######## serial_add_ctrl ########
==> serial_add_ctrl/final_clocks.png <==
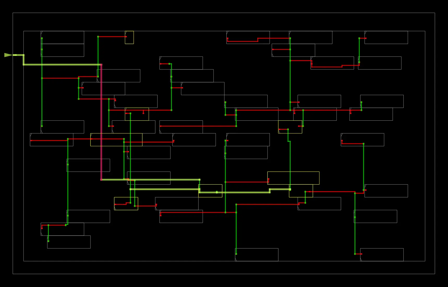

[src/rtl/serial_add_pkg.sv]
// Shared types for the bit-serial add/subtract sequencer.
// Holds the FSM encoding, the width ceiling and the half-adder helper.
package serial_add_pkg;

  typedef enum logic [1:0] {
    IDLE = 2'd0,
    RUN  = 2'd1,
    DONE = 2'd2
  } state_t;

  localparam int MAX_WIDTH = 32;

  // {carry, sum} of one half-adder stage
  function automatic logic [1:0] half_add(
    input logic x,
    input logic y
  );
    return {x & y, x ^ y};
  endfunction

endpackage

[src/rtl/fa_cell.sv]
// 1-bit full adder: two half-adder stages, carries merged with an OR.
// Purely combinational.
module fa_cell
  import serial_add_pkg::*;
(
  input  logic a,
  input  logic b,
  input  logic cin,
  output logic s,
  output logic cout
);

  logic [1:0] h0;
  logic [1:0] h1;

  assign h0   = half_add(a, b);
  assign h1   = half_add(h0[0], cin);
  assign s    = h1[0];
  assign cout = h0[1] | h1[1];

endmodule

[src/rtl/serial_add_ctrl.sv]
// Bit-serial add/subtract sequencer: operands stream LSB-first
// through one full-adder cell, one bit per enabled clock.
module serial_add_ctrl
  import serial_add_pkg::*;
#(
  parameter int WIDTH = 8,
  parameter int CNT_W = $clog2(WIDTH)
) (
  input  logic             clk,
  input  logic             rst_n,
  input  logic             ena,
  input  logic             start,
  input  logic             sub,
  input  logic [WIDTH-1:0] op_a,
  input  logic [WIDTH-1:0] op_b,
  output logic             busy,
  output logic             done,
  output logic [WIDTH-1:0] sum,
  output logic             carry_out,
  output logic             overflow
);

  localparam logic [CNT_W-1:0] LAST = CNT_W'(WIDTH - 1);

  state_t           state;
  logic [CNT_W-1:0] cnt;
  logic             carry;
  logic [WIDTH-1:0] sh_a;
  logic [WIDTH-1:0] sh_b;
  logic [WIDTH-1:0] res;

  logic             s;
  logic             cout;
  logic             c_msb;
  logic [WIDTH-1:0] res_nxt;

  fa_cell u_fa (
    .a    (sh_a[0]),
    .b    (sh_b[0]),
    .cin  (carry),
    .s    (s),
    .cout (cout)
  );

  // carry into the MSB is what sits in the flop on the last bit
  assign c_msb   = carry;
  assign res_nxt = {s, res[WIDTH-1:1]};

  always_ff @(posedge clk or negedge rst_n) begin
    if (!rst_n) begin
      state     <= IDLE;
      cnt       <= '0;
      carry     <= 1'b0;
      sh_a      <= '0;
      sh_b      <= '0;
      res       <= '0;
      busy      <= 1'b0;
      done      <= 1'b0;
      sum       <= '0;
      carry_out <= 1'b0;
      overflow  <= 1'b0;
    end else if (ena) begin
      unique case (state)
        IDLE: begin
          if (start) begin
            sh_a  <= op_a;
            sh_b  <= sub ? ~op_b : op_b;
            carry <= sub;
            cnt   <= '0;
            busy  <= 1'b1;
            state <= RUN;
          end
        end
        RUN: begin
          res   <= res_nxt;
          sh_a  <= sh_a >> 1;
          sh_b  <= sh_b >> 1;
          carry <= cout;
          cnt   <= cnt + 1'b1;
          if (cnt == LAST) begin
            state     <= DONE;
            busy      <= 1'b0;
            done      <= 1'b1;
            sum       <= res_nxt;
            carry_out <= cout;
            overflow  <= c_msb ^ cout;
          end
        end
        DONE: begin
          done  <= 1'b0;
          state <= IDLE;
        end
        default: begin
          state <= IDLE;
        end
      endcase
    end
  end

endmodule
[config.mk]
export PLATFORM = sky130hd
export DESIGN_NAME = serial_add_ctrl
export DESIGN_NICKNAME = d
export VERILOG_FILES = /design/src/rtl/serial_add_pkg.sv /design/src/rtl/fa_cell.sv /design/src/rtl/serial_add_ctrl.sv
export SDC_FILE = /design/constraint.sdc
export NUM_CORES = 1
export LEC_CHECK = 0
export CAP_MARGIN = 20
export CELL_PAD_IN_SITES_DETAIL_PLACEMENT = 1
export CELL_PAD_IN_SITES_GLOBAL_PLACEMENT = 1
export CORE_ASPECT_RATIO = 0.6
export CORE_MARGIN = 2
export CORE_UTILIZATION = 45
export CTS_CLUSTER_DIAMETER = 150
export DETAILED_ROUTE_END_ITERATION = 16
export PLACE_DENSITY_LB_ADDON = 0.08
export RECOVER_POWER = 100
export SETUP_SLACK_MARGIN = 0.02
export SLEW_MARGIN = 20
export SYNTH_ARGS = -nofsm -noshare
export SYNTH_HDL_FRONTEND = slang
export SYNTH_HIERARCHICAL = 1
export SYNTH_SLANG_ARGS = --single-unit
[constraint.sdc]
create_clock -name clk -period 2.66 [get_ports clk]
set_input_delay 0.532 -clock clk [delete_from_list [all_inputs] [get_ports clk]]
set_output_delay 0.532 -clock clk [all_outputs]
set_load 0.03 [all_outputs]
######## sipo_frame_ctrl ########
**src/rtl/sipo_frame_ctrl.sv**
```systemverilog
// Frame controller for a serial-in/parallel-out path: gates serial bits into a
// WIDTH-bit shift register, counts them, and offers each word on valid/ready.
module sipo_frame_ctrl #(
    parameter int unsigned WIDTH = 3
) (
    input  logic                         clk,
    input  logic                         reset,
    input  logic                         start,
    input  logic                         sin,
    input  logic                         bit_en,
    input  logic                         dout_ready,
    input  logic                         clr_ovr,
    output logic                         shift_en,
    output logic                         busy,
    output logic [$clog2(WIDTH+1)-1:0]   bit_cnt,
    output logic [WIDTH-1:0]             dout,
    output logic                         dout_valid,
    output logic                         overrun
);

    localparam int unsigned CW = $clog2(WIDTH + 1);

    typedef enum logic {
        IDLE,
        SHIFT
    } state_t;

    state_t           state;
    state_t           state_n;
    logic [WIDTH-1:0] sh;
    logic [WIDTH-1:0] word;
    logic             complete;
    logic             load;
    logic             drop;

    always_ff @(posedge clk or posedge reset) begin
        if (reset) begin
            state <= IDLE;
        end else begin
            state <= state_n;
        end
    end

    always_comb begin
        state_n  = state;
        shift_en = 1'b0;
        busy     = 1'b0;
        complete = 1'b0;
        word     = {sh[WIDTH-2:0], sin};
        unique case (state)
            IDLE: begin
                if (start) begin
                    state_n = SHIFT;
                end
            end
            SHIFT: begin
                busy     = 1'b1;
                shift_en = bit_en;
                if (bit_en && (bit_cnt == CW'(WIDTH - 1))) begin
                    complete = 1'b1;
                    state_n  = IDLE;
                end
            end
        endcase
        // A pending word consumed in the completion cycle frees the slot.
        load = complete && (!dout_valid || dout_ready);
        drop = complete && !load;
    end

    always_ff @(posedge clk or posedge reset) begin
        if (reset) begin
            sh         <= '0;
            bit_cnt    <= '0;
            dout       <= '0;
            dout_valid <= 1'b0;
            overrun    <= 1'b0;
        end else begin
            if (state == IDLE) begin
                if (start) begin
                    sh      <= '0;
                    bit_cnt <= '0;
                end
            end else if (bit_en) begin
                sh      <= word;
                bit_cnt <= complete ? '0 : bit_cnt + CW'(1);
            end

            if (load) begin
                dout       <= word;
                dout_valid <= 1'b1;
            end else if (dout_valid && dout_ready) begin
                dout_valid <= 1'b0;
            end

            if (drop) begin
                overrun <= 1'b1;
            end else if (clr_ovr) begin
                overrun <= 1'b0;
            end
        end
    end

endmodule
```
**config.mk**
```make
export PLATFORM = sky130hd
export DESIGN_NAME = sipo_frame_ctrl
export DESIGN_NICKNAME = d
export VERILOG_FILES = /design/src/rtl/sipo_frame_ctrl.sv
export SDC_FILE = /design/constraint.sdc
export NUM_CORES = 1
export LEC_CHECK = 0
export ABC_AREA = 0
export CAP_MARGIN = 20
export CORE_AREA = 4 4 41 43
export DETAILED_ROUTE_END_ITERATION = 16
export DIE_AREA = 0 0 45 47
export PLACE_DENSITY = 0.62
export SLEW_MARGIN = 5
export SYNTH_ARGS = -nofsm -noshare
export SYNTH_HDL_FRONTEND = slang
export SYNTH_SLANG_ARGS = --single-unit
export TNS_END_PERCENT = 20
```
**constraint.sdc**
```tcl
create_clock -name clk -period 1.4 [get_ports clk]
set_clock_uncertainty 0.05 [all_clocks]
set_input_delay 0.14 -clock clk [delete_from_list [all_inputs] [get_ports clk]]
set_output_delay 0.14 -clock clk [all_outputs]
set_load 0.01 [all_outputs]
```
==> sipo_frame_ctrl/met2.png <==
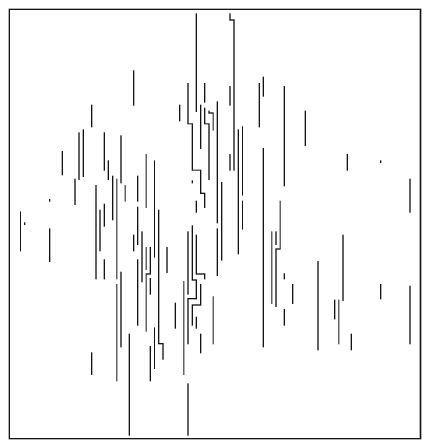
longest straight run: 21.8 um
wire length on this layer: 474 um
share of all routed wire: 48%
routed vias: 374
GR Util met2: 18.4%
wire length reported by the detailed router: 977 um

==> results.cfg, sipo_frame_ctrl <==
; flow metrics
[status]
violations = negative setup slack
outcome = finished, violations left

[power_and_ir_drop]
comb_power_w = 0.000684
power_frac_seq_pct = 36.0

[sta]
finalSetupViolations = 1
slew_violations = 0
setup_ws_ns = -0.00126

[finish]
finish.utilization_pct = 53.4
n_antenna_cell = 0
reg_top3 = dout x3, bit_cnt x2, sh x2

[placement]
place_congestion = 0.783

[setup_path]
crit_family = flip-flops
rr_endpoint = dout[0]
cp-start-kind = flop
cp_max_fo = 3

[cts]
clock_path_buffers = 2

[global_routing]
gr-usage-all-layers_pct = 11.3
grtUsageMet3_pct = 4.21

[drt]
drc_errors = 0

[yosys]
top_logic_kind = multiplexers
fp_nets = 42

[die]
die_area_um2 = 2120
==> serial_add_ctrl/met2.png <==
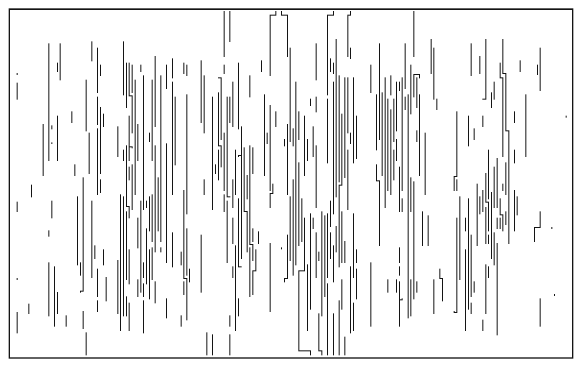
main direction: vertical
nets with wire on the layer: 200
wire length on this layer: 2240 um
share of all routed wire: 50%
GR Util met2: 33.7%
wire length reported by the detailed router: 4.45 mm
routed vias: 1356

About serial_add_ctrl/final_clocks.png:
clkbuf count: 5
clock skew: 0.00889 ns

==> results.cfg, serial_add_ctrl <==
; flow metrics
[finish]
final_common_cell = dfrtp_1

[power_and_ir_drop]
switching_share_pct = 34.9
power-top-group = sequential cells
seq_cell_power_w = 0.00104
powerDensity_nw_per_um2 = 1050

[yosys]
ys_warn_count = 6

[global_routing]
busiest_layer = met2
grt_max_degree = 42

[drt]
detail-route-antenna-nets = 0
top_layer = met4

[status]
outcome = complete, no violations

[sta]
fmax_mhz = 485
fin_crit_sh_pct = 77.5
rsz0062_at_grt = false
setup_tns_ns = 0

[die]
die_w_um = 89.9
row_count = 18
core_area_um2 = 4190

[cts]
cts_root_buffer = clkbuf_8

==> notes/layouts.md <==
Pictures saved along the way, in no particular order.

Gate families picked out.
(a)
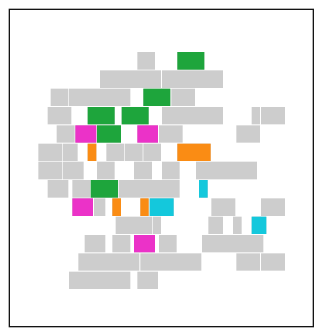
(b)
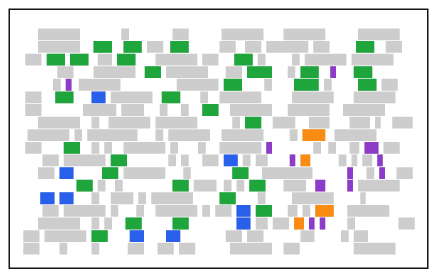
(a) comes from sipo_frame_ctrl.
(b) comes from serial_add_ctrl.
The one with the most cells is (b).



==> layout pictures side by side <==
Drive-strength map.
panel A
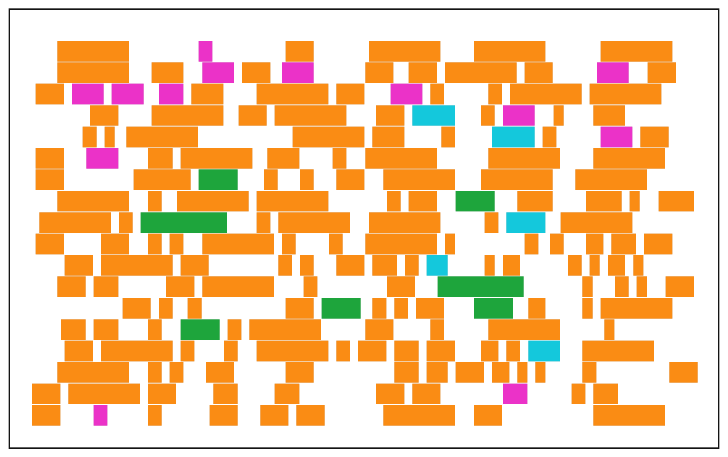
panel B
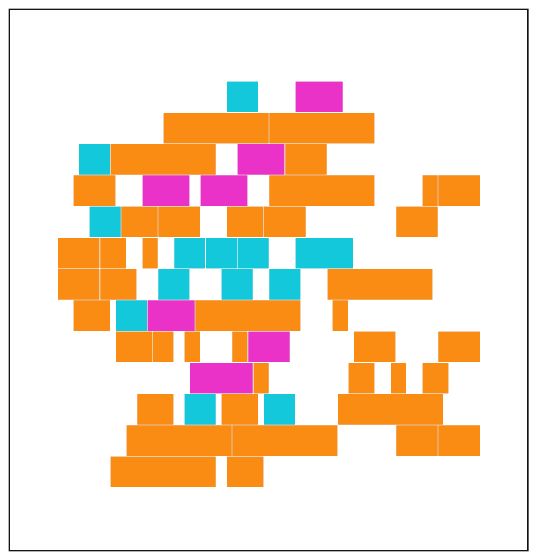
- panel A = serial_add_ctrl
- panel B = sipo_frame_ctrl
The one with the most cells is panel A.

Power and IR drop assume default switching activity.
